# ---- store_unit ----
Fig. 1: store_unit, wiring by layer
Scale: 3 px per micron. Only two layers are drawn.
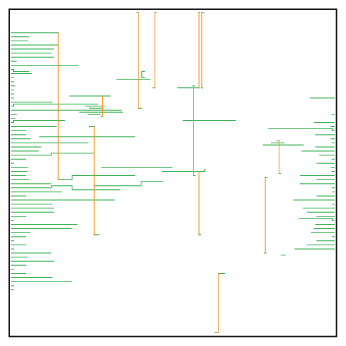

--- src/rtl/store_unit.sv ---
// Store unit: aligns sb/sh/sw data to byte lanes, drives a word-wide data memory,
// and flags misaligned/illegal stores. Define STORE_RMW_EN for memories without byte enables.
module store_unit #(
  parameter int CNT_W = 16
) (
  input  logic             clk,
  input  logic             rst_n,
  input  logic             st_valid,
  output logic             st_ready,
  input  logic [5:0]       st_op,
  input  logic [31:0]      st_addr,
  input  logic [31:0]      st_data,
  output logic             st_done,
  output logic             st_err,
  output logic [CNT_W-1:0] st_count,
  output logic             mem_req,
  output logic             mem_we,
  output logic [29:0]      mem_addr,
  output logic [31:0]      mem_wdata,
  output logic [3:0]       mem_be,
  input  logic             mem_gnt,
  input  logic             mem_rvalid,
  input  logic [31:0]      mem_rdata
);

  localparam logic [5:0] OP_SB = 6'b101000;
  localparam logic [5:0] OP_SH = 6'b101001;
  localparam logic [5:0] OP_SW = 6'b101011;

  localparam logic [2:0] S_IDLE   = 3'd0;
  localparam logic [2:0] S_WRITE  = 3'd1;
  localparam logic [2:0] S_READ   = 3'd2;
  localparam logic [2:0] S_WAIT_R = 3'd3;
  localparam logic [2:0] S_DONE   = 3'd4;

  logic [2:0]       state;
  logic [2:0]       state_nxt;
  logic [29:0]      addr_q;
  logic [31:0]      wdata_q;
  logic [3:0]       be_q;
  logic             err_q;
  logic [CNT_W-1:0] count_q;

  logic [1:0]       lane;
  logic [31:0]      req_wdata;
  logic [3:0]       req_be;
  logic             req_err;
  logic             req_rmw;
  logic             accept;

  assign lane   = st_addr[1:0];
  assign accept = st_valid && st_ready;

  // Decode the incoming request into lane-replicated data, byte enables and an error flag
  always_comb begin
    req_wdata = 32'h0;
    req_be    = 4'h0;
    req_err   = 1'b0;
    case (st_op)
      OP_SB: begin
        req_wdata = {4{st_data[7:0]}};
        req_be    = 4'b0001 << lane;
      end
      OP_SH: begin
        req_wdata = {2{st_data[15:0]}};
        req_be    = 4'b0011 << lane;
        req_err   = lane[0];
      end
      OP_SW: begin
        req_wdata = st_data;
        req_be    = 4'b1111;
        req_err   = (lane != 2'b00);
      end
      default: req_err = 1'b1;
    endcase
  end

`ifdef STORE_RMW_EN
  logic [31:0] lane_mask;
  logic [31:0] merged;

  // Partial stores must read the old word first since the memory ignores mem_be
  assign req_rmw   = !req_err && (req_be != 4'b1111);
  assign lane_mask = {{8{be_q[3]}}, {8{be_q[2]}}, {8{be_q[1]}}, {8{be_q[0]}}};
  assign merged    = (wdata_q & lane_mask) | (mem_rdata & ~lane_mask);
`else
  logic unused_rmw;

  assign req_rmw    = 1'b0;
  assign unused_rmw = ^{mem_rvalid, mem_rdata};
`endif

  always_comb begin
    state_nxt = state;
    case (state)
      S_IDLE: begin
        if (accept) begin
          if (req_err)
            state_nxt = S_DONE;
          else if (req_rmw)
            state_nxt = S_READ;
          else
            state_nxt = S_WRITE;
        end
      end
      S_WRITE: begin
        if (mem_gnt)
          state_nxt = S_DONE;
      end
`ifdef STORE_RMW_EN
      S_READ: begin
        if (mem_gnt)
          state_nxt = S_WAIT_R;
      end
      S_WAIT_R: begin
        if (mem_rvalid)
          state_nxt = S_WRITE;
      end
`else
      S_READ:   state_nxt = S_IDLE;
      S_WAIT_R: state_nxt = S_IDLE;
`endif
      S_DONE:   state_nxt = S_IDLE;
      default:  state_nxt = S_IDLE;
    endcase
  end

  // Request fields are captured once at accept so memory-side outputs stay stable while stalled
  always_ff @(posedge clk or negedge rst_n) begin
    if (!rst_n) begin
      state   <= S_IDLE;
      addr_q  <= 30'h0;
      wdata_q <= 32'h0;
      be_q    <= 4'h0;
      err_q   <= 1'b0;
      count_q <= '0;
    end else begin
      state <= state_nxt;
      if (accept) begin
        addr_q  <= st_addr[31:2];
        wdata_q <= req_wdata;
        be_q    <= req_be;
        err_q   <= req_err;
      end
`ifdef STORE_RMW_EN
      if (state == S_WAIT_R && mem_rvalid) begin
        wdata_q <= merged;
        be_q    <= 4'b1111;
      end
`endif
      if (state == S_DONE && !err_q)
        count_q <= count_q + {{(CNT_W-1){1'b0}}, 1'b1};
    end
  end

  // Outputs decode straight from state so an async reset drops mem_req at once
  assign st_ready  = (state == S_IDLE);
  assign st_done   = (state == S_DONE);
  assign st_err    = (state == S_DONE) && err_q;
  assign st_count  = count_q;
  assign mem_req   = (state == S_WRITE) || (state == S_READ);
  assign mem_we    = (state == S_WRITE);
  assign mem_addr  = addr_q;
  assign mem_wdata = mem_req ? wdata_q : 32'h0;
  assign mem_be    = mem_req ? be_q : 4'h0;

endmodule

--- config.mk ---
export PLATFORM = sky130hd
export DESIGN_NAME = store_unit
export DESIGN_NICKNAME = d
export VERILOG_FILES = /design/src/rtl/store_unit.sv
export SDC_FILE = /design/constraint.sdc
export NUM_CORES = 1
export LEC_CHECK = 0
export CORE_MARGIN = 5
export CORE_UTILIZATION = 41
export CTS_CLUSTER_DIAMETER = 120
export CTS_CLUSTER_SIZE = 12
export DETAILED_ROUTE_END_ITERATION = 10
export HOLD_SLACK_MARGIN = 0.12
export PLACE_DENSITY = 0.81
export SYNTH_ARGS = -nofsm -noshare
export SYNTH_HDL_FRONTEND = slang
export SYNTH_SLANG_ARGS = --single-unit
--- constraint.sdc ---
create_clock -name clk -period 2.1 [get_ports clk]
set_clock_uncertainty 0.15 [all_clocks]
set_input_delay 0.42 -clock clk [delete_from_list [all_inputs] [get_ports clk]]
set_output_delay 0.42 -clock clk [all_outputs]
set_load 0.05 [all_outputs]
# ---- pipeline_if_skid ----
## config.mk

```make
export PLATFORM = sky130hd
export DESIGN_NAME = pipeline_if_skid
export DESIGN_NICKNAME = d
export VERILOG_FILES = /design/src/rtl/pipeline_if_skid.sv
export SDC_FILE = /design/constraint.sdc
export NUM_CORES = 1
export LEC_CHECK = 0
export CAP_MARGIN = 25
export CORE_AREA = 2 2 80 82
export CTS_CLUSTER_SIZE = 12
export DETAILED_ROUTE_END_ITERATION = 10
export DIE_AREA = 0 0 82 84
export GPL_TIMING_DRIVEN = 0
export PLACE_DENSITY = 0.83
export SLEW_MARGIN = 20
export SYNTH_ARGS = -nofsm -noshare
export SYNTH_HDL_FRONTEND = slang
export SYNTH_SLANG_ARGS = --single-unit
```

## constraint.sdc

```tcl
create_clock -name clk -period 3.51 [get_ports clk]
set_input_delay 0.702 -clock clk [delete_from_list [all_inputs] [get_ports clk]]
set_output_delay 0.702 -clock clk [all_outputs]
set_load 0.005 [all_outputs]
```

## src/rtl/pipeline_if_skid.sv

```systemverilog
// ----------------------------------------------------------------------------
// pipeline_if_skid
//   IF/ID pipeline register with a valid/ready handshake and a 2-entry skid
//   buffer (main register + one skid register). Full throughput, and
//   in_ready is a pure register output, so there is no combinational path
//   from out_ready to in_ready. Supports flush-to-NOP and a saturating stall
//   counter. The ra/rb/ea fields are decoded when the word is registered.
//
// Ports
//   clk        in   clock, all logic on posedge
//   rst        in   synchronous active-high reset
//   flush      in   discard all held beats, load NOP
//   in_valid   in   fetch beat valid
//   in_ready   out  buffer can accept a beat (skid register empty)
//   pc2_in     in   PC+2 of fetched instruction
//   inst_in    in   fetched instruction
//   out_valid  out  decode-side beat valid
//   out_ready  in   decode accepts beat
//   pc2_out    out  registered PC+2
//   inst_out   out  registered instruction
//   ra, rb     out  register specifier fields of inst_out
//   ea         out  inst_out[EA_W-1:0]
//   stall_cnt  out  saturating count of cycles with out_valid & !out_ready
// ----------------------------------------------------------------------------
module pipeline_if_skid #(
    parameter int unsigned            PC_W        = 8,
    parameter int unsigned            INST_W      = 16,
    parameter int unsigned            REG_W       = 2,
    parameter int unsigned            RA_LSB      = 10,
    parameter int unsigned            RB_LSB      = 8,
    parameter int unsigned            EA_W        = 8,
    parameter logic [INST_W-1:0]      NOP_INST    = '0,
    parameter int unsigned            STALL_CNT_W = 16
) (
    input  logic                   clk,
    input  logic                   rst,
    input  logic                   flush,
    input  logic                   in_valid,
    output logic                   in_ready,
    input  logic [PC_W-1:0]        pc2_in,
    input  logic [INST_W-1:0]      inst_in,
    output logic                   out_valid,
    input  logic                   out_ready,
    output logic [PC_W-1:0]        pc2_out,
    output logic [INST_W-1:0]      inst_out,
    output logic [REG_W-1:0]       ra,
    output logic [REG_W-1:0]       rb,
    output logic [EA_W-1:0]        ea,
    output logic [STALL_CNT_W-1:0] stall_cnt
);

    // Field positions must lie inside the instruction word.
    if ((RA_LSB + REG_W > INST_W) || (RB_LSB + REG_W > INST_W) || (EA_W > INST_W))
    begin : g_cfg_err
        $error("pipeline_if_skid: field positions exceed INST_W");
    end

    localparam logic [REG_W-1:0]       NOP_RA  = NOP_INST[RA_LSB +: REG_W];
    localparam logic [REG_W-1:0]       NOP_RB  = NOP_INST[RB_LSB +: REG_W];
    localparam logic [EA_W-1:0]        NOP_EA  = NOP_INST[EA_W-1:0];
    localparam logic [STALL_CNT_W-1:0] CNT_ONE = STALL_CNT_W'(1);

    logic                  skid_v;
    logic [PC_W-1:0]       skid_pc2;
    logic [INST_W-1:0]     skid_inst;

    logic                  acc;
    logic                  drn;
    logic                  main_free;
    logic [PC_W-1:0]       src_pc2;
    logic [INST_W-1:0]     src_inst;

    assign in_ready = ~skid_v;

    always_comb begin
        acc       = in_valid & ~skid_v;
        drn       = out_valid & out_ready;
        main_free = drn | ~out_valid;
        // A waiting skid beat is older than anything on the input, so it
        // always refills the main register first.
        src_pc2   = skid_v ? skid_pc2  : pc2_in;
        src_inst  = skid_v ? skid_inst : inst_in;
    end

    always_ff @(posedge clk) begin
        if (rst || flush) begin
            out_valid <= 1'b0;
            skid_v    <= 1'b0;
            pc2_out   <= '0;
            inst_out  <= NOP_INST;
            ra        <= NOP_RA;
            rb        <= NOP_RB;
            ea        <= NOP_EA;
        end else if (main_free) begin
            out_valid <= skid_v | acc;
            skid_v    <= 1'b0;
            if (skid_v || acc) begin
                pc2_out  <= src_pc2;
                inst_out <= src_inst;
                ra       <= src_inst[RA_LSB +: REG_W];
                rb       <= src_inst[RB_LSB +: REG_W];
                ea       <= src_inst[EA_W-1:0];
            end
        end else if (acc) begin
            skid_v <= 1'b1;
        end
    end

    // Skid payload needs no reset: it is only read while skid_v is set.
    always_ff @(posedge clk) begin
        if (!main_free && acc) begin
            skid_pc2  <= pc2_in;
            skid_inst <= inst_in;
        end
    end

    // Counts on the pre-flush view of out_valid; only reset clears it.
    always_ff @(posedge clk) begin
        if (rst) begin
            stall_cnt <= '0;
        end else if (out_valid && !out_ready && (stall_cnt != '1)) begin
            stall_cnt <= stall_cnt + CNT_ONE;
        end
    end

endmodule
```

# ---- multicycle_control ----
--- src/rtl/multicycle_control.sv ---
// Multi-cycle MIPS control unit.
// Sequences fetch/decode/execute/memory/write-back on a shared datapath,
// waits on a variable-latency memory port with an optional timeout, and
// traps on illegal opcodes or bus timeouts with a sticky cause code.
module multicycle_control #(
   parameter int unsigned MEM_TIMEOUT = 16,
   parameter bit          IMM_ALU_EN  = 1'b1
) (
   input  logic       clk,
   input  logic       rst_n,
   input  logic [5:0] opcode,
   input  logic       mem_ready,
   output logic       pcWr,
   output logic       pcWrCondEq,
   output logic       pcWrCondNe,
   output logic       iOrD,
   output logic       memRd,
   output logic       memWr,
   output logic       irWr,
   output logic       mem2Reg,
   output logic       regDst,
   output logic       regWr,
   output logic       ALUSrcA,
   output logic [1:0] ALUSrcB,
   output logic [1:0] ALUOp,
   output logic [1:0] PCSource,
   output logic       trap,
   output logic [1:0] cause,
   output logic [3:0] state
);

   localparam logic [3:0] S_FETCH     = 4'd0;
   localparam logic [3:0] S_DECODE    = 4'd1;
   localparam logic [3:0] S_MEM_ADDR  = 4'd2;
   localparam logic [3:0] S_MEM_READ  = 4'd3;
   localparam logic [3:0] S_MEM_WB    = 4'd4;
   localparam logic [3:0] S_MEM_WRITE = 4'd5;
   localparam logic [3:0] S_R_EXEC    = 4'd6;
   localparam logic [3:0] S_R_WB      = 4'd7;
   localparam logic [3:0] S_BRANCH    = 4'd8;
   localparam logic [3:0] S_JUMP      = 4'd9;
   localparam logic [3:0] S_I_EXEC    = 4'd10;
   localparam logic [3:0] S_I_WB      = 4'd11;
   localparam logic [3:0] S_TRAP      = 4'd12;

   localparam logic [5:0] OP_RTYPE = 6'b000000;
   localparam logic [5:0] OP_LW    = 6'b100011;
   localparam logic [5:0] OP_SW    = 6'b101011;
   localparam logic [5:0] OP_BEQ   = 6'b000100;
   localparam logic [5:0] OP_BNE   = 6'b000101;
   localparam logic [5:0] OP_J     = 6'b000010;
   localparam logic [5:0] OP_ADDI  = 6'b001000;
   localparam logic [5:0] OP_ANDI  = 6'b001100;

   localparam logic [1:0] CAUSE_ILLEGAL = 2'b01;
   localparam logic [1:0] CAUSE_TIMEOUT = 2'b10;

   // Timeout fires when the count would reach MEM_TIMEOUT on this wait cycle,
   // so TRAP is entered exactly MEM_TIMEOUT cycles after the wait state began.
   localparam bit         TMO_EN  = (MEM_TIMEOUT != 0);
   localparam logic [8:0] TMO_CNT = 9'(MEM_TIMEOUT);

   logic [3:0] state_r;
   logic [3:0] next_s;
   logic [5:0] op_r;
   logic [7:0] wait_cnt_r;
   logic [1:0] cause_r;
   logic       is_wait_s;
   logic       timeout_s;
   logic       illegal_s;

   logic       pc_wr_s, cond_eq_s, cond_ne_s, i_or_d_s, mem_rd_s, mem_wr_s;
   logic       ir_wr_s, mem2reg_s, reg_dst_s, reg_wr_s, alu_src_a_s, trap_s;
   logic [1:0] alu_src_b_s, alu_op_s, pc_source_s;

   assign is_wait_s = (state_r == S_FETCH) || (state_r == S_MEM_READ) ||
                      (state_r == S_MEM_WRITE);
   assign timeout_s = TMO_EN && is_wait_s && !mem_ready &&
                      (({1'b0, wait_cnt_r} + 9'd1) == TMO_CNT);

   // State register.
   always_ff @(posedge clk or negedge rst_n) begin
      if (!rst_n) begin
         state_r <= S_FETCH;
      end else begin
         state_r <= next_s;
      end
   end

   // Next-state decode; flags illegal-opcode trap entries for the cause logic.
   always_comb begin
      next_s    = state_r;
      illegal_s = 1'b0;
      case (state_r)
         S_FETCH: begin
            if (timeout_s)      next_s = S_TRAP;
            else if (mem_ready) next_s = S_DECODE;
            else                next_s = S_FETCH;
         end
         S_DECODE: begin
            case (opcode)
               OP_RTYPE:      next_s = S_R_EXEC;
               OP_LW, OP_SW:  next_s = S_MEM_ADDR;
               OP_BEQ, OP_BNE: next_s = S_BRANCH;
               OP_J:          next_s = S_JUMP;
               OP_ADDI, OP_ANDI: begin
                  if (IMM_ALU_EN) begin
                     next_s = S_I_EXEC;
                  end else begin
                     next_s    = S_TRAP;
                     illegal_s = 1'b1;
                  end
               end
               default: begin
                  next_s    = S_TRAP;
                  illegal_s = 1'b1;
               end
            endcase
         end
         S_MEM_ADDR: begin
            if (op_r == OP_SW) next_s = S_MEM_WRITE;
            else               next_s = S_MEM_READ;
         end
         S_MEM_READ: begin
            if (timeout_s)      next_s = S_TRAP;
            else if (mem_ready) next_s = S_MEM_WB;
            else                next_s = S_MEM_READ;
         end
         S_MEM_WB:    next_s = S_FETCH;
         S_MEM_WRITE: begin
            if (timeout_s)      next_s = S_TRAP;
            else if (mem_ready) next_s = S_FETCH;
            else                next_s = S_MEM_WRITE;
         end
         S_R_EXEC: next_s = S_R_WB;
         S_R_WB:   next_s = S_FETCH;
         S_BRANCH: next_s = S_FETCH;
         S_JUMP:   next_s = S_FETCH;
         S_I_EXEC: next_s = S_I_WB;
         S_I_WB:   next_s = S_FETCH;
         S_TRAP:   next_s = S_FETCH;
         default: begin
            next_s    = S_TRAP;
            illegal_s = 1'b1;
         end
      endcase
   end

   // Opcode latch: later states must not depend on the live IR field.
   always_ff @(posedge clk or negedge rst_n) begin
      if (!rst_n) begin
         op_r <= 6'd0;
      end else if (state_r == S_DECODE) begin
         op_r <= opcode;
      end else begin
         op_r <= op_r;
      end
   end

   // Memory wait counter: cleared on wait-state entry or completion, saturates.
   always_ff @(posedge clk or negedge rst_n) begin
      if (!rst_n) begin
         wait_cnt_r <= 8'd0;
      end else if ((next_s != state_r) &&
                   ((next_s == S_FETCH) || (next_s == S_MEM_READ) ||
                    (next_s == S_MEM_WRITE))) begin
         wait_cnt_r <= 8'd0;
      end else if (mem_ready) begin
         wait_cnt_r <= 8'd0;
      end else if (is_wait_s && (wait_cnt_r != 8'hFF)) begin
         wait_cnt_r <= wait_cnt_r + 8'd1;
      end else begin
         wait_cnt_r <= wait_cnt_r;
      end
   end

   // Sticky trap cause, written only when TRAP is entered.
   always_ff @(posedge clk or negedge rst_n) begin
      if (!rst_n) begin
         cause_r <= 2'b00;
      end else if ((next_s == S_TRAP) && (state_r != S_TRAP)) begin
         if (illegal_s)      cause_r <= CAUSE_ILLEGAL;
         else if (timeout_s) cause_r <= CAUSE_TIMEOUT;
         else                cause_r <= cause_r;
      end else begin
         cause_r <= cause_r;
      end
   end

   // Per-state datapath controls; the timeout cycle drops the memory strobes.
   always_comb begin
      pc_wr_s     = 1'b0;
      cond_eq_s   = 1'b0;
      cond_ne_s   = 1'b0;
      i_or_d_s    = 1'b0;
      mem_rd_s    = 1'b0;
      mem_wr_s    = 1'b0;
      ir_wr_s     = 1'b0;
      mem2reg_s   = 1'b0;
      reg_dst_s   = 1'b0;
      reg_wr_s    = 1'b0;
      alu_src_a_s = 1'b0;
      alu_src_b_s = 2'b00;
      alu_op_s    = 2'b00;
      pc_source_s = 2'b00;
      trap_s      = 1'b0;
      case (state_r)
         S_FETCH: begin
            mem_rd_s    = !timeout_s;
            alu_src_b_s = 2'b01;
            ir_wr_s     = mem_ready;
            pc_wr_s     = mem_ready;
         end
         S_DECODE: begin
            alu_src_b_s = 2'b11;
         end
         S_MEM_ADDR: begin
            alu_src_a_s = 1'b1;
            alu_src_b_s = 2'b10;
         end
         S_MEM_READ: begin
            mem_rd_s = !timeout_s;
            i_or_d_s = 1'b1;
         end
         S_MEM_WB: begin
            reg_wr_s  = 1'b1;
            mem2reg_s = 1'b1;
         end
         S_MEM_WRITE: begin
            mem_wr_s = !timeout_s;
            i_or_d_s = 1'b1;
         end
         S_R_EXEC: begin
            alu_src_a_s = 1'b1;
            alu_op_s    = 2'b10;
         end
         S_R_WB: begin
            reg_wr_s  = 1'b1;
            reg_dst_s = 1'b1;
         end
         S_BRANCH: begin
            alu_src_a_s = 1'b1;
            alu_op_s    = 2'b01;
            pc_source_s = 2'b01;
            cond_eq_s   = (op_r == OP_BEQ);
            cond_ne_s   = (op_r == OP_BNE);
         end
         S_JUMP: begin
            pc_wr_s     = 1'b1;
            pc_source_s = 2'b10;
         end
         S_I_EXEC: begin
            alu_src_a_s = 1'b1;
            alu_src_b_s = 2'b10;
            if (op_r == OP_ANDI) alu_op_s = 2'b11;
            else                 alu_op_s = 2'b00;
         end
         S_I_WB: begin
            reg_wr_s = 1'b1;
         end
         S_TRAP: begin
            trap_s      = 1'b1;
            pc_wr_s     = 1'b1;
            pc_source_s = 2'b11;
         end
         default: begin
            pc_wr_s = 1'b0;
         end
      endcase
   end

   // All outputs collapse to zero while reset is asserted, without waiting for a clock.
   assign pcWr       = rst_n & pc_wr_s;
   assign pcWrCondEq = rst_n & cond_eq_s;
   assign pcWrCondNe = rst_n & cond_ne_s;
   assign iOrD       = rst_n & i_or_d_s;
   assign memRd      = rst_n & mem_rd_s;
   assign memWr      = rst_n & mem_wr_s;
   assign irWr       = rst_n & ir_wr_s;
   assign mem2Reg    = rst_n & mem2reg_s;
   assign regDst     = rst_n & reg_dst_s;
   assign regWr      = rst_n & reg_wr_s;
   assign ALUSrcA    = rst_n & alu_src_a_s;
   assign ALUSrcB    = {2{rst_n}} & alu_src_b_s;
   assign ALUOp      = {2{rst_n}} & alu_op_s;
   assign PCSource   = {2{rst_n}} & pc_source_s;
   assign trap       = rst_n & trap_s;
   assign cause      = {2{rst_n}} & cause_r;
   assign state      = {4{rst_n}} & state_r;

endmodule

--- config.mk ---
export PLATFORM = sky130hd
export DESIGN_NAME = multicycle_control
export DESIGN_NICKNAME = d
export VERILOG_FILES = /design/src/rtl/multicycle_control.sv
export SDC_FILE = /design/constraint.sdc
export NUM_CORES = 1
export LEC_CHECK = 0
export CAP_MARGIN = 10
export CORE_ASPECT_RATIO = 1.4
export CORE_MARGIN = 1
export CORE_UTILIZATION = 25
export CTS_CLUSTER_SIZE = 30
export DETAILED_ROUTE_END_ITERATION = 10
export PLACE_DENSITY = 0.57
export REMOVE_ABC_BUFFERS = 1
export SLEW_MARGIN = 20
export SYNTH_ARGS = -nofsm -noshare
export SYNTH_HDL_FRONTEND = slang
export SYNTH_SLANG_ARGS = --single-unit
--- constraint.sdc ---
create_clock -name clk -period 2.37 [get_ports clk]
set_input_delay 0.3555 -clock clk [delete_from_list [all_inputs] [get_ports clk]]
set_output_delay 0.3555 -clock clk [all_outputs]
set_load 0.02 [all_outputs]
# ---- cs_result_collector ----
$ cat src/rtl/cs_result_collector.sv
// Result collector for the sliding-window CS: drops warm-up outputs, buffers one Y per
// window update in a FIFO and serves it on valid/ready. Optional drop counter: CS_COLLECT_STATS_EN.
module cs_result_collector #(
  parameter int unsigned DATA_W = 10,
  parameter int unsigned WARMUP = 9,
  parameter int unsigned DEPTH  = 8,
  parameter int unsigned ADDR_W = 3
) (
  input  logic              clk,
  input  logic              reset,
  input  logic              sample_en,
  input  logic              sync_clr,
  input  logic [DATA_W-1:0] y_in,
  output logic [DATA_W-1:0] out_data,
  output logic              out_valid,
  input  logic              out_ready,
  output logic [ADDR_W:0]   level,
  output logic              overflow,
  output logic [15:0]       drop_cnt
);

  localparam int unsigned WARM_W = $clog2(WARMUP + 1);
  localparam int unsigned LVL_W  = ADDR_W + 1;

  logic [DATA_W-1:0] mem [DEPTH];
  logic [WARM_W-1:0] warm_cnt_q, warm_cnt_d;
  logic              pend_q, pend_d;
  logic [ADDR_W-1:0] wr_ptr_q, wr_ptr_d, rd_ptr_q, rd_ptr_d, rd_ptr_inc;
  logic [LVL_W-1:0]  level_d;
  logic [DATA_W-1:0] out_data_d;
  logic              out_valid_d, overflow_d;
  logic              full, pop, push, drop;

  // Next-state logic; out_data is precomputed so the head is a flop, not a memory read.
  always_comb begin
    full        = (level == LVL_W'(DEPTH));
    pop         = out_valid && out_ready;
    push        = pend_q && (!full || pop);
    drop        = pend_q && full && !pop;
    rd_ptr_inc  = rd_ptr_q + ADDR_W'(1);
    warm_cnt_d  = warm_cnt_q;
    pend_d      = 1'b0;
    wr_ptr_d    = wr_ptr_q;
    rd_ptr_d    = rd_ptr_q;
    level_d     = level;
    out_data_d  = out_data;
    overflow_d  = overflow;
    if (sync_clr) begin
      warm_cnt_d = '0;
      wr_ptr_d   = '0;
      rd_ptr_d   = '0;
      level_d    = '0;
      overflow_d = 1'b0;
    end else begin
      if (sample_en && (warm_cnt_q != WARM_W'(WARMUP)))
        warm_cnt_d = warm_cnt_q + WARM_W'(1);
      pend_d = sample_en && (warm_cnt_q >= WARM_W'(WARMUP - 1));
      if (push) wr_ptr_d = wr_ptr_q + ADDR_W'(1);
      if (pop)  rd_ptr_d = rd_ptr_inc;
      if (push && !pop)      level_d = level + LVL_W'(1);
      else if (pop && !push) level_d = level - LVL_W'(1);
      if (push && ((level == '0) || (pop && (level == LVL_W'(1)))))
        out_data_d = y_in;
      else if (pop && (level > LVL_W'(1)))
        out_data_d = mem[rd_ptr_inc];
      if (drop) overflow_d = 1'b1;
    end
    out_valid_d = (level_d != '0);
  end

  always_ff @(posedge clk or negedge reset) begin
    if (!reset) begin
      warm_cnt_q <= '0;
      pend_q     <= 1'b0;
      wr_ptr_q   <= '0;
      rd_ptr_q   <= '0;
      level      <= '0;
      out_data   <= '0;
      out_valid  <= 1'b0;
      overflow   <= 1'b0;
    end else begin
      warm_cnt_q <= warm_cnt_d;
      pend_q     <= pend_d;
      wr_ptr_q   <= wr_ptr_d;
      rd_ptr_q   <= rd_ptr_d;
      level      <= level_d;
      out_data   <= out_data_d;
      out_valid  <= out_valid_d;
      overflow   <= overflow_d;
    end
  end

  // Storage needs no reset: entries are only read after being written.
  always_ff @(posedge clk) begin
    if (!sync_clr && push) mem[wr_ptr_q] <= y_in;
  end

`ifdef CS_COLLECT_STATS_EN
  logic [15:0] drop_cnt_q, drop_cnt_d;

  always_comb begin
    drop_cnt_d = drop_cnt_q;
    if (sync_clr)
      drop_cnt_d = '0;
    else if (drop && (drop_cnt_q != 16'hFFFF))
      drop_cnt_d = drop_cnt_q + 16'd1;
  end

  always_ff @(posedge clk or negedge reset) begin
    if (!reset) drop_cnt_q <= '0;
    else        drop_cnt_q <= drop_cnt_d;
  end

  assign drop_cnt = drop_cnt_q;
`else
  assign drop_cnt = 16'd0;
`endif

endmodule

$ cat config.mk
export PLATFORM = sky130hd
export DESIGN_NAME = cs_result_collector
export DESIGN_NICKNAME = d
export VERILOG_FILES = /design/src/rtl/cs_result_collector.sv
export SDC_FILE = /design/constraint.sdc
export NUM_CORES = 1
export LEC_CHECK = 0
export CORE_MARGIN = 4
export CORE_UTILIZATION = 51
export DETAILED_ROUTE_END_ITERATION = 6
export GPL_ROUTABILITY_DRIVEN = 0
export PLACE_DENSITY = 0.86
export SETUP_SLACK_MARGIN = 0.15
export SYNTH_ARGS = -nofsm -noshare
export SYNTH_HDL_FRONTEND = slang
export SYNTH_SLANG_ARGS = --single-unit
$ cat constraint.sdc
create_clock -name clk -period 2.8 [get_ports clk]
set_clock_uncertainty 0.1 [all_clocks]
set_input_delay 0.56 -clock clk [delete_from_list [all_inputs] [get_ports clk]]
set_output_delay 0.56 -clock clk [all_outputs]
set_load 0.01 [all_outputs]

==> layout pictures side by side <==
Congestion heat map.
Plate I
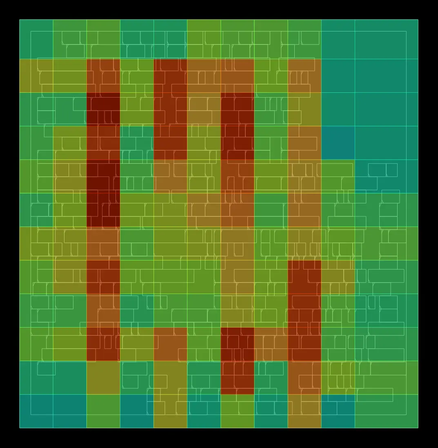
Plate II
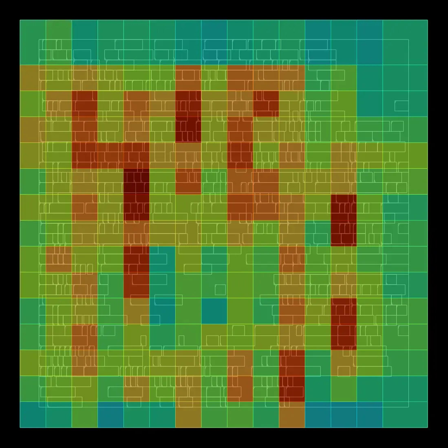
Plate III
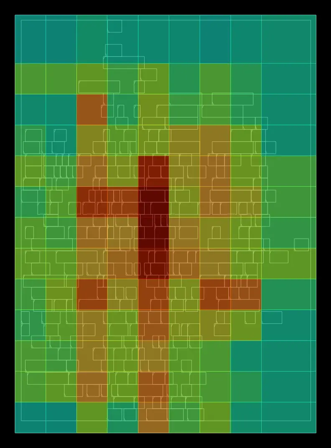
Plate IV
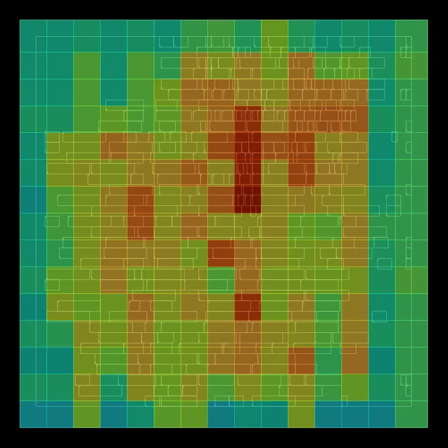
| from | picture |
|---|---|
| cs_result_collector | Plate IV |
| multicycle_control | Plate III |
| store_unit | Plate II |
| pipeline_if_skid | Plate I |

Fig. 2: pipeline_if_skid, wiring by layer
Scale: 4 px per micron. Only two layers are drawn.
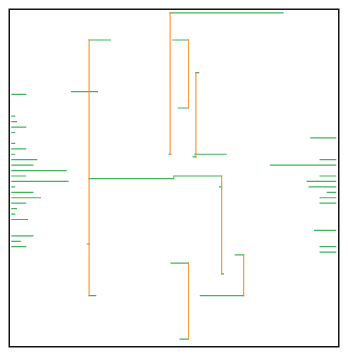
colour	layer	wire length
orange	M4	191 microns
green	M3	268 microns
All-Layer GR Usage: 19.5%
via count of the routed design: 2,204
final WL: 6220 microns
routed length per instance: 14.7 microns

==> results.txt, pipeline_if_skid <==
Status of the implementation.

- The number of rows in the core area is 29, for reference.
- The total number of clock tree sinks is 66, for reference.
- The startpoint of the most critical register-to-register path is skid_v, for reference.
- The global routing report lists met1 layer usage as 23.4%.
- Per the post-run analysis, buffers plus inverters along the critical path come to 4.
- The share of Yosys cell area claimed by the top area cell type is 30.4%, for reference.
- In the power breakdown, the internal column shows 1.23 mW.
- STA puts the critical path data arrival time at 2.02 ns.
- The total count of max-transition violations in the final report is 0, for reference.
- The flow ran to the end, and the final reports show no timing, DRC or antenna violations.
- Yosys mapped a number of flops with a built-in enable equal to 24.
- The final tally of hold violations is 0, for reference.
- Per the synthesis report, the XOR/XNOR share of the synthesized area is 0.316%.
- The met2 demand-to-capacity share in global routing is 31.0%, for reference.
- The routed design shows a via density per instance of 5.22.
- The CTS report gives the tree buffer count as 9.
pipeline_if_skid: final cells by class:
| type | count | area (sq um) | share of cell area, % |
|---|---|---|---|
| clock buffers | 9 | 124 | 3.17 |
| plain buffers | 27 | 149 | 3.81 |
| repair buffers | 84 | 840 | 21.5 |
| clock inverters | 7 | 78.8 | 2.01 |
| well taps | 77 | 96.3 | 2.46 |
| inverters | 3 | 11.3 | 0.288 |
| multi-input cells | 149 | 1050 | 26.9 |
| flip-flops and latches | 66 | 1560 | 39.9 |
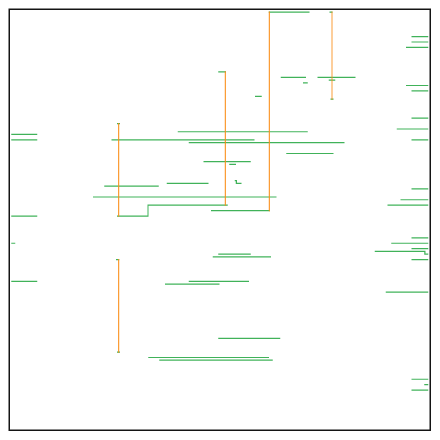
Fig. 3. Wiring by layer (cs_result_collector).
Scale: 4 px per micron. Only two layers are drawn.
colour	layer	wire length
orange	M4	151 microns
green	M3	538 microns
All-Layer GR Usage: 17.0%
routed length per instance: 20.0 microns
via count of the routed design: 2,459
final WL: 8740 microns

Fig. 4: cs_result_collector, logic cells by family
Scale: 4 px per micron.
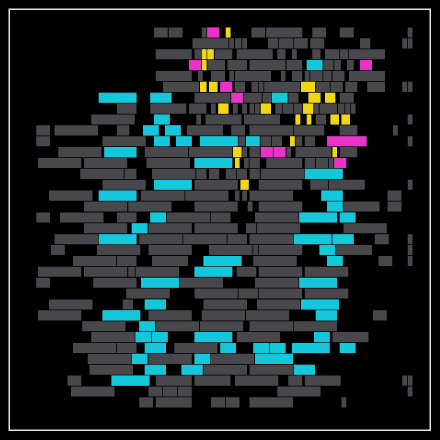
colour	family	cells	most used
magenta	xor and xnor cells	9	xor2_1
yellow	nand cells	21	nand2_1
cyan	mux cells	53	mux2_2
Layout Cells excl Fill: 438
logic gate fraction of the total cell area: 29.3%
leading cell type in the layout, fill and taps excluded: sky130_fd_sc_hd__edfxtp_1

==> results.txt, cs_result_collector <==
Status of the implementation.

- The flow ran to the end, and the final reports show no timing, DRC or antenna violations.
- The report counts max-capacitance violations totalling 0.
- Of all nets on the critical path, the largest fanout is 21.
- For this run, the detailed router's first-pass iteration total came to 4.
- After floorplanning, the core was sized to cover 9200 sq um.
- The total cell area at the placement stage is 5230 sq um, for reference.
- The TritonCTS clock tree is yes, for reference.
- The worst slack at placement is 0.150 ns, for reference.
- The buffering stage count on the worst path with inverters included is 1, for reference.
- The post-synthesis mux area share is 19.3%, for reference.
- The count of fill cells added during filler insertion is 662, for reference.
- The critical path runs through a total of 5 cells.
- The met2 demand-to-capacity share in global routing is 28.9%, for reference.
- The worst setup path is launched from a register.
- Based on the critical path, the design can be clocked at up to 421 MHz.
- Of all flip-flops after synthesis, the portion carrying an async set or reset was 25.2%.
- The met2 routed wirelength is 4560 microns, for reference.
- The die boundary height is 105 microns, for reference.
- Recorded from the global router log, the overflow total was 0.
- The largest incremental delay on the critical path is 0.64 ns, for reference.
- The first global-routing pass estimated 14,200 microns of wire.
- The slew at the pin closest to its max-slew limit is 0.850 ns, for reference.
- Yosys attributes the largest share of cell area to sky130_fd_sc_hd__edfxtp_1 (50%), sky130_fd_sc_hd__dfrtp_1 (14%), sky130_fd_sc_hd__mux4_1 (10%), sky130_fd_sc_hd__mux2_2 (5.4%), sky130_fd_sc_hd__mux2_4 (2.8%).
- The floorplan step records an initial core utilization of 52.1%.
- In the detailed route, the total length drawn on met3 is 537 microns.
- The number of cells on the worst reg-to-reg path is 5.
- Counting endpoints that fail hold in the final report gives 0.
==> cs_result_collector: sequential cells by signal (all words and copies together), names as in the netlist <==
signal,cells
wr_ptr_q,3
rd_ptr_q,3
overflow,1
out_data,10
out_valid,1
warm_cnt_q,4
pend_q,1
level,4
mem,80
==> cs_result_collector: where the power goes <==
part / switching, mW / total (mW) / internal, mW
combinational: 0.436 / 1.06 / 0.619
sequential: 0.0967 / 1.91 / 1.81
clock: 0.505 / 0.831 / 0.326
Fig. 5: multicycle_control, wiring by layer
Scale: 4 px per micron. Only two layers are drawn.
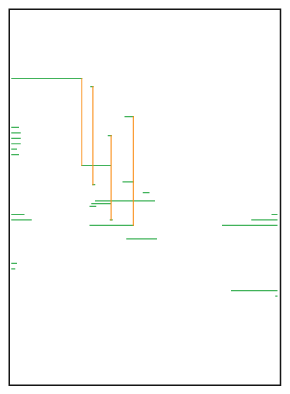
colour	layer	wire length
green	M3	124 microns
orange	M4	94.5 microns
final WL: 4710 microns
routed length per instance: 14.3 microns
via count of the routed design: 1,652

Fig. 6: multicycle_control, met1 routing
Scale: 4 px per micron. Supply wires on this layer in grey.
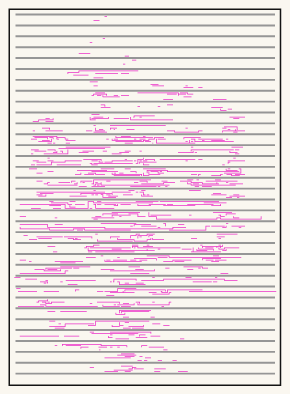
wire length on this layer	1,830 microns
nets with wire on the layer	246
GRT met1 Usage: 17.7%

==> results.txt, multicycle_control <==
Status of the implementation.

- Using the TritonRoute via totals, the vias-per-cell ratio works out to 5.01.
- The total placed cells including tap cells is 317, for reference.
- Across all stage logs, warnings added up to 27.
- The final reports fail on negative setup slack.
- Counting along the longest clock path gives a buffer depth of 2.
- In this design, the critical path's most frequently occurring cell is sky130_fd_sc_hd__buf_6.
- The via count of the first global-routing pass came to 1,665.
- Data on the critical path is required at its endpoint by 2.51 ns.
- The cell sitting at the root of the clock tree is a sky130_fd_sc_hd__clkbuf_8.
- The synthesized-area fraction occupied by and/or/nand/nor cells is 34.5%, for reference.
- The number of cells on the worst reg-to-reg path is 9, for reference.
- Endpoints with negative setup slack in the final report add up to 4.
- Among cell families on the critical path, the largest total delay comes from AND-OR/OR-AND gates.
- After layout, the design draws a total of 2.46 mW.
- For this run, the slowest stage of the critical path takes 0.42 ns.
- The leakage component of the power is 1.09 nW, for reference.
- The flow ran to the end, but the final reports show violations.
- The fmax is 419 MHz, for reference.
- The remaining global-route overflow is 0, for reference.
- The final worst slack is -0.0148 ns, for reference.
- RePlAce ended its routability-driven mode at a weighted congestion of 0.821.
- The smallest clock period supported by the final layout is computed as 2.38 ns.
-- multicycle_control: cell type report --
| cell class | count | share of cell area (%) |
|---|---|---|
| Inverter | 6 | 0.918 |
| Multi-Input combinational cell | 142 | 42.7 |
| Timing Repair Buffer | 88 | 30.1 |
| Sequential cell | 20 | 20.4 |
| Clock buffer | 4 | 2.24 |
| Tap cell | 70 | 3.57 |
-- multicycle_control: power by group --
part | internal, mW | switching (mW)
Clock | 0.148 | 0.118
Combinational | 0.877 | 0.810
Sequential | 0.432 | 0.0764
Fig. 7: store_unit, logic cells by family
Scale: 4 px per micron.
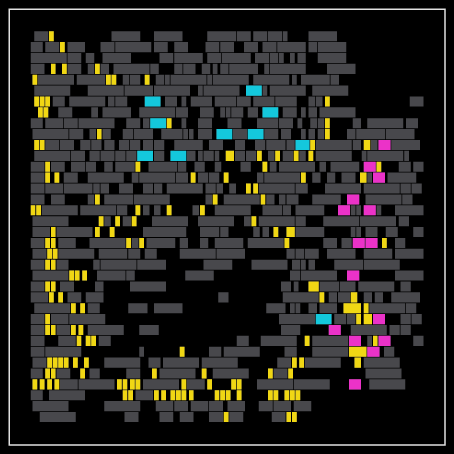
colour	family	cells	most used
yellow	nand cells	143	nand2_1
cyan	mux cells	10	mux2_2
magenta	xor and xnor cells	15	xnor2_1
Layout Cells excl Fill: 729
logic gate fraction of the total cell area: 27.1%

## Picture notes: Fig. 1
colour	layer	wire length
orange	M4	306 microns
green	M3	1,090 microns
routed length per instance: 16.0 microns
final WL: 11,600 microns
All-Layer GR Usage: 20.1%
via count of the routed design: 3,648

==> results.txt, store_unit <==
Status of the implementation.

- The top cell class by occupied area is buffers, for reference.
- The worst slack at placement is -0.125 ns, for reference.
- The first global-routing pass estimated 18,400 microns of wire.
- In the hold timing report, the worst path depth is 1.
- The number of maximum-capacitance violations recorded for the run is 0.
- Power attributed to combinational cells is 1.22 mW.
- The buffer depth of the longest clock path is 2, for reference.
- The flow ran to the end, and the final reports show no timing, DRC or antenna violations.
- VDD sags by at most 0.000425 V.
- STA shows the worst min-delay path finishing at st_count[15].
- Yosys stat counts 427 cells in the synthesized netlist.
- The initial antenna violation count was 0.
- Counting the inverters off the clock network in the layout gives 5.
- STA lists the startpoint of the worst hold path as st_count[15].
- Looking at the reg2reg group, the worst path ends at wdata_q[8].
- The growth of design area from synthesis to finish is 60.8%, for reference.
- For the sequential group, total power comes out at 1.89 mW.
- Per the OpenROAD floorplan log, the area of the core is 9640 sq um.
- Global routing consumed, on the met1 layer, 23.6% of the routing resources.
- The final critical path takes up 99.0% of the cycle.
- The kind of cell with the highest combined delay along the critical path is flip-flops.
- The share of total power in the clock network is 26.1%, for reference.
- The area taken by flip-flops and latches is 2130 sq um, for reference.
- The worst hold path belongs to the class register to register.
- The dominant kind of combinational cell is simple AND/OR/NAND/NOR gates, for reference.
- The buffering stage count on the worst path with inverters included is 2, for reference.
-- store_unit: per-stage QoR --
stage | instance area, sq um | power (mW) | util (%) | std cells
after floorplan | 3990 | 2.61 | - | 427
after global placement | 6170 | 3.14 | 64.0 | 714
after detailed placement | 6170 | 3.18 | 64.0 | 714
after CTS | 6360 | 4.25 | 66.0 | 729
after global routing | 6400 | 4.41 | 66.4 | 729
final | 6400 | 4.20 | 66.4 | 729
-- store_unit: routing by layer --
metal  wire length, microns  vias to the layer above
li1                       -                     1722
met1                   4540                     1749
met2                   5710                      152
met3                   1090                       25
met4                    306                        0
met5                      0                        -

# ---- prco_wb_arbiter ----
Fig. 8: prco_wb_arbiter, wiring by layer
Scale: 4 px per micron. Only two layers are drawn.
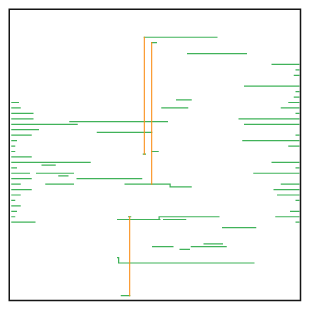
**config.mk**
```make
export PLATFORM = sky130hd
export DESIGN_NAME = prco_wb_arbiter
export DESIGN_NICKNAME = d
export VERILOG_FILES = /design/src/rtl/prco_wb_arbiter_pkg.sv /design/src/rtl/prco_wb_arbiter_scoreboard.sv /design/src/rtl/prco_wb_arbiter.sv
export SDC_FILE = /design/constraint.sdc
export NUM_CORES = 1
export LEC_CHECK = 0
export CORE_MARGIN = 1
export CORE_UTILIZATION = 45
export DETAILED_ROUTE_END_ITERATION = 6
export GPL_TIMING_DRIVEN = 0
export PLACE_DENSITY = 0.85
export SLEW_MARGIN = 20
export SYNTH_ARGS = -nofsm -noshare
export SYNTH_HDL_FRONTEND = slang
export SYNTH_SLANG_ARGS = --single-unit
```
**constraint.sdc**
```tcl
create_clock -name i_clk -period 6.5 [get_ports i_clk]
set_clock_uncertainty 0.05 [all_clocks]
set_input_delay 1.95 -clock i_clk [delete_from_list [all_inputs] [get_ports i_clk]]
set_output_delay 1.95 -clock i_clk [all_outputs]
set_load 0.03 [all_outputs]
```
**src/rtl/prco_wb_arbiter_pkg.sv**
```systemverilog
// Shared constants for the PRCO write-back arbiter: requester IDs,
// default register-set geometry and well-known register indices.
package prco_wb_arbiter_pkg;

   localparam int NREGS_DEF = 8;
   localparam int SELW_DEF  = 3;
   localparam int DW_DEF    = 16;

   localparam int REG_SP = 7;
   localparam int REG_BP = 6;

   // Requester identity; WB_NONE marks a cycle without a grant.
   typedef enum logic [1:0] {
      WB_RAM  = 2'd0,
      WB_ALU  = 2'd1,
      WB_DBG  = 2'd2,
      WB_NONE = 2'd3
   } wb_req_e;

   // Requester that follows r in round-robin order (RAM -> ALU -> DBG -> RAM).
   function automatic wb_req_e wb_next(input wb_req_e r);
      wb_req_e n;
      case (r)
         WB_RAM:  n = WB_ALU;
         WB_ALU:  n = WB_DBG;
         default: n = WB_RAM;
      endcase
      return n;
   endfunction

endpackage

```
**src/rtl/prco_wb_arbiter_scoreboard.sv**
```systemverilog
// Pending-write scoreboard: one bit per architectural register, set by a
// decode claim and cleared by the matching write-back. Also provides the
// operand busy lookups and a registered population count.
module prco_wb_arbiter_scoreboard
   import prco_wb_arbiter_pkg::*;
#(
   parameter int NREGS = NREGS_DEF,
   parameter int SELW  = SELW_DEF
) (
   input  logic            clk_i,
   input  logic            rst_i,
   input  logic            claim_i,
   input  logic [SELW-1:0] claim_sel_i,
   input  logic            clr_i,
   input  logic [SELW-1:0] clr_sel_i,
   input  logic [SELW-1:0] chk_a_i,
   input  logic [SELW-1:0] chk_b_i,
   input  logic [SELW-1:0] chk_dbg_i,
   output logic            claim_ok_o,
   output logic            busy_a_o,
   output logic            busy_b_o,
   output logic            busy_dbg_o,
   output logic [SELW:0]   pend_cnt_o
);

   logic [NREGS-1:0] sb_q, sb_d;
   logic [NREGS-1:0] set_mask, clr_mask;
   logic [SELW:0]    cnt_q, cnt_d;

   function automatic logic [SELW:0] popcount(input logic [NREGS-1:0] v);
      logic [SELW:0] c;
      c = '0;
      for (int i = 0; i < NREGS; i++) begin
         c = c + {{SELW{1'b0}}, v[i]};
      end
      return c;
   endfunction

   // A claim on a register that is still pending is refused, even when that
   // register is being written back this very cycle; decode retries next cycle.
   assign claim_ok_o = claim_i & ~sb_q[claim_sel_i];
   assign busy_a_o   = sb_q[chk_a_i];
   assign busy_b_o   = sb_q[chk_b_i];
   assign busy_dbg_o = sb_q[chk_dbg_i];
   assign pend_cnt_o = cnt_q;

   // Next scoreboard: clear the written-back register, then set the claimed one.
   always_comb begin
      set_mask = '0;
      clr_mask = '0;
      if (claim_ok_o) set_mask[claim_sel_i] = 1'b1;
      if (clr_i)      clr_mask[clr_sel_i]   = 1'b1;
      sb_d  = (sb_q & ~clr_mask) | set_mask;
      cnt_d = popcount(sb_d);
   end

   // Scoreboard and its population count, cleared asynchronously.
   always_ff @(posedge clk_i or posedge rst_i) begin
      if (rst_i) begin
         sb_q  <= '0;
         cnt_q <= '0;
      end else begin
         sb_q  <= sb_d;
         cnt_q <= cnt_d;
      end
   end

endmodule

```
**src/rtl/prco_wb_arbiter.sv**
```systemverilog
// PRCO write-back arbiter: shares the register set's single write port
// between RAM load, ALU result and debug poke requesters, and tracks
// outstanding destination registers for RAW hazard stalls.
// Build option PRCO_WB_RR_EN: round-robin arbitration instead of the
// default fixed priority RAM > ALU > DBG.
module prco_wb_arbiter
   import prco_wb_arbiter_pkg::*;
#(
   parameter int NREGS = NREGS_DEF,
   parameter int SELW  = SELW_DEF,
   parameter int DW    = DW_DEF
) (
   input  logic            i_clk,
   input  logic            i_reset,
   input  logic            i_alu_vld,
   input  logic [SELW-1:0] i_alu_sel,
   input  logic [DW-1:0]   i_alu_dat,
   output logic            q_alu_ack,
   input  logic            i_ram_vld,
   input  logic [SELW-1:0] i_ram_sel,
   input  logic [DW-1:0]   i_ram_dat,
   output logic            q_ram_ack,
   input  logic            i_dbg_vld,
   input  logic [SELW-1:0] i_dbg_sel,
   input  logic [DW-1:0]   i_dbg_dat,
   output logic            q_dbg_ack,
   input  logic            i_claim,
   input  logic [SELW-1:0] i_claim_sel,
   output logic            q_claim_ok,
   input  logic [SELW-1:0] i_chk_a,
   input  logic [SELW-1:0] i_chk_b,
   output logic            q_busy_a,
   output logic            q_busy_b,
   output logic            q_we,
   output logic [SELW-1:0] q_seld,
   output logic [DW-1:0]   q_datd,
   output logic [SELW:0]   q_pend_cnt
);

   logic            ram_elig, alu_elig, dbg_elig;
   logic            dbg_busy;
   logic            claim_ok_raw;
   wb_req_e         gnt;
   logic [SELW-1:0] gnt_sel;
   logic [DW-1:0]   gnt_dat;
   logic            clr_en;

   logic            we_q, we_d;
   logic [SELW-1:0] seld_q, seld_d;
   logic [DW-1:0]   datd_q, datd_d;

   // Nothing is granted while reset is held, so no requester sees an ack
   // for a write that reset is about to discard.
   assign ram_elig = i_ram_vld & ~i_reset;
   assign alu_elig = i_alu_vld & ~i_reset;
   // A poke to a register with a pending write would be overwritten by that
   // write, so it waits; it never blocks the other requesters meanwhile.
   assign dbg_elig = i_dbg_vld & ~dbg_busy & ~i_reset;

`ifdef PRCO_WB_RR_EN
   wb_req_e ptr_q, ptr_d;

   // Round-robin pointer: names the requester with the highest priority now.
   always_ff @(posedge i_clk or posedge i_reset) begin
      if (i_reset) ptr_q <= WB_RAM;
      else         ptr_q <= ptr_d;
   end

   // Pointer moves to one past the winner; idle cycles leave it in place.
   always_comb begin
      ptr_d = ptr_q;
      if (gnt != WB_NONE) ptr_d = wb_next(gnt);
   end

   // Grant: search eligible requesters starting at the pointer.
   always_comb begin
      gnt = WB_NONE;
      case (ptr_q)
         WB_ALU: begin
            if      (alu_elig) gnt = WB_ALU;
            else if (dbg_elig) gnt = WB_DBG;
            else if (ram_elig) gnt = WB_RAM;
         end
         WB_DBG: begin
            if      (dbg_elig) gnt = WB_DBG;
            else if (ram_elig) gnt = WB_RAM;
            else if (alu_elig) gnt = WB_ALU;
         end
         default: begin
            if      (ram_elig) gnt = WB_RAM;
            else if (alu_elig) gnt = WB_ALU;
            else if (dbg_elig) gnt = WB_DBG;
         end
      endcase
   end
`else
   // Grant: fixed priority, loads first so the memory stage never backs up.
   always_comb begin
      gnt = WB_NONE;
      if      (ram_elig) gnt = WB_RAM;
      else if (alu_elig) gnt = WB_ALU;
      else if (dbg_elig) gnt = WB_DBG;
   end
`endif

   // Acks, winner's sel/dat mux, and scoreboard clear for tracked writers.
   always_comb begin
      q_ram_ack = (gnt == WB_RAM);
      q_alu_ack = (gnt == WB_ALU);
      q_dbg_ack = (gnt == WB_DBG);
      clr_en    = (gnt == WB_RAM) || (gnt == WB_ALU);
      case (gnt)
         WB_RAM: begin
            gnt_sel = i_ram_sel;
            gnt_dat = i_ram_dat;
         end
         WB_ALU: begin
            gnt_sel = i_alu_sel;
            gnt_dat = i_alu_dat;
         end
         default: begin
            gnt_sel = i_dbg_sel;
            gnt_dat = i_dbg_dat;
         end
      endcase
   end

   // Write-port next state: sel/dat hold their last value on idle cycles.
   always_comb begin
      we_d   = (gnt != WB_NONE);
      seld_d = seld_q;
      datd_d = datd_q;
      if (we_d) begin
         seld_d = gnt_sel;
         datd_d = gnt_dat;
      end
   end

   // Registered write port feeding the register set directly.
   always_ff @(posedge i_clk or posedge i_reset) begin
      if (i_reset) begin
         we_q   <= 1'b0;
         seld_q <= '0;
         datd_q <= '0;
      end else begin
         we_q   <= we_d;
         seld_q <= seld_d;
         datd_q <= datd_d;
      end
   end

   assign q_we       = we_q;
   assign q_seld     = seld_q;
   assign q_datd     = datd_q;
   assign q_claim_ok = claim_ok_raw & ~i_reset;

   prco_wb_arbiter_scoreboard #(
      .NREGS (NREGS),
      .SELW  (SELW)
   ) u_sb (
      .clk_i       (i_clk),
      .rst_i       (i_reset),
      .claim_i     (i_claim),
      .claim_sel_i (i_claim_sel),
      .clr_i       (clr_en),
      .clr_sel_i   (gnt_sel),
      .chk_a_i     (i_chk_a),
      .chk_b_i     (i_chk_b),
      .chk_dbg_i   (i_dbg_sel),
      .claim_ok_o  (claim_ok_raw),
      .busy_a_o    (q_busy_a),
      .busy_b_o    (q_busy_b),
      .busy_dbg_o  (dbg_busy),
      .pend_cnt_o  (q_pend_cnt)
   );

endmodule

```
==> results.txt <==
Status of the implementation.

- RePlAce ended its routability-driven mode at a weighted congestion of 0.928.
- The final critical-path required period is 6.33 ns, for reference.
- The share of total power in the clock network is 15.6%, for reference.
- Global routing used 4.31% of the available met3 tracks.
- Yosys attributes the largest share of cell area to sky130_fd_sc_hd__dfrtp_1 (36%), sky130_fd_sc_hd__a21oi_1 (8.5%), sky130_fd_sc_hd__mux4_2 (7.1%), sky130_fd_sc_hd__a2bb2oi_1 (6.3%), sky130_fd_sc_hd__nor2_1 (6.2%).
- The cell area after technology mapping is 2230 sq um, for reference.
- The sort of element at the start of the critical path is an input port, for reference.
- The synthesized-area fraction occupied by and/or/nand/nor cells is 14.8%, for reference.
- The top cell family by delay on the critical path is buffers and inverters, for reference.
- After clock tree synthesis, the flow added hold-fix buffers numbering 0.
- The cell sitting at the root of the clock tree is a sky130_fd_sc_hd__clkbuf_8.
- The top flip-flop cell by instance count after synthesis is sky130_fd_sc_hd__dfrtp_1, for reference.
- Counting flops with a built-in enable in the synthesized netlist gives 0.
- Dividing the detail-routed via count by the number of cells gives 5.60.
- Synthesis produced a netlist with a net count of 313.
- In the synthesized netlist the async set-or-reset flop fraction comes to 100%.
- Summing the sequential cell areas from Yosys gives 35.9% of the chip area.
- The worst setup path is captured at an output port.
- The Yosys step of the flow raised 0 warnings.
- The worst slack at placement is 0.0466 ns, for reference.
- The final worst slack is 0.168 ns, for reference.
- The number of cell instances after yosys synthesis is 234, for reference.
- The floorplan report lists the tap cell count as 67.
- The count of nets left with antenna violations after detail routing is 0, for reference.
- The internal portion of the total power is 609 uW.
- The number of top-level pins is 102, for reference.
- Of all nets on the critical path, the largest fanout is 10.
- The run finished with clean final reports.
About Fig. 8:
colour	layer	wire length
green	M3	457 microns
orange	M4	84.3 microns
routed length per instance: 16.4 microns
via count of the routed design: 2,275

==> final timing paths <==
check | slack [ns] | startpoint | endpoint | cells after the start
min in group asynchronous | 1.91 | i_reset | q_seld[2] | 2
worst min register to register | 0.47 | q_seld[2] | q_seld[2] | 1
max in group asynchronous | 4.04 | i_reset | u_sb.pend_cnt_o[0] | 2
worst min-delay path | 0.47 | q_seld[2] | q_seld[2] | 1
worst max register to register | 2.22 | u_sb.sb_q[0] | u_sb.pend_cnt_o[2] | 11
worst max-delay path | 0.17 | i_ram_vld | q_dbg_ack | 7


==> notes/layouts.md <==
Pictures saved along the way, in no particular order.

A small window of the routed layout.
image #1
Window x 39 to 69, y 61 to 91 microns. Cells in grey, sequential cells in the stronger grey; small squares are vias.
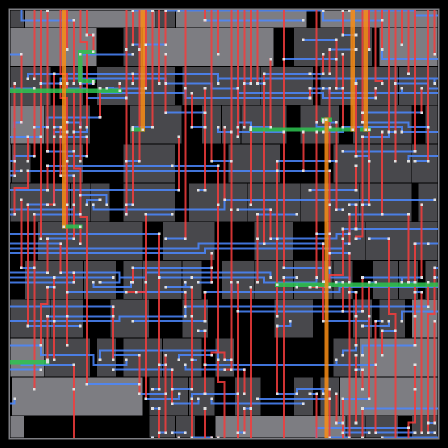
image #2
Window x 19 to 49, y 51 to 81 microns. Cells in grey, sequential cells in the stronger grey; small squares are vias.
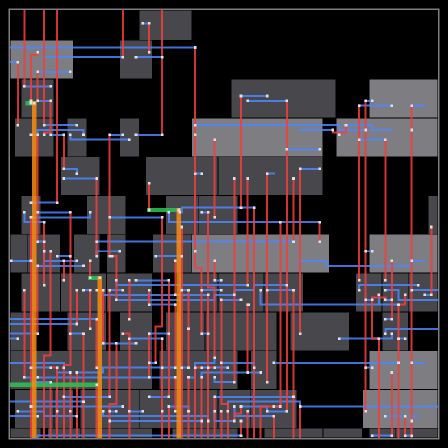
image #3
Window x 26 to 56, y 44 to 74 microns. Cells in grey, sequential cells in the stronger grey; small squares are vias.
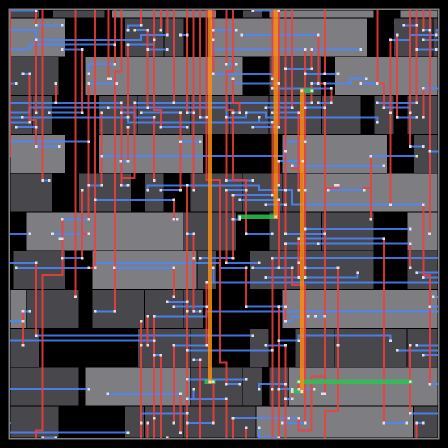
image #4
Window x 21 to 51, y 36 to 66 microns. Cells in grey, sequential cells in the stronger grey; small squares are vias.
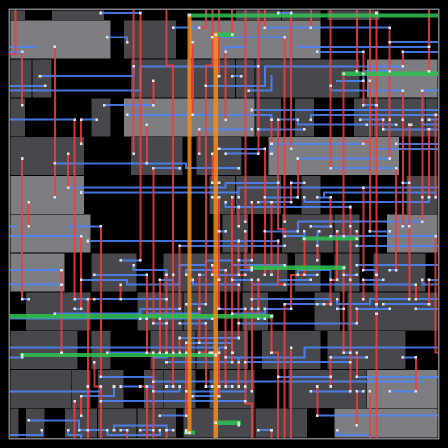
image #5
Window x 37 to 67, y 58 to 88 microns. Cells in grey, sequential cells in the stronger grey; small squares are vias.
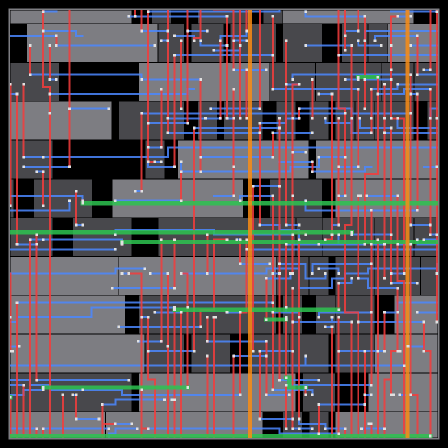
| picture | from |
|---|---|
| image #5 | cs_result_collector |
| image #3 | pipeline_if_skid |
| image #4 | prco_wb_arbiter |
| image #1 | store_unit |
| image #2 | multicycle_control |

Power and IR drop assume default switching activity.
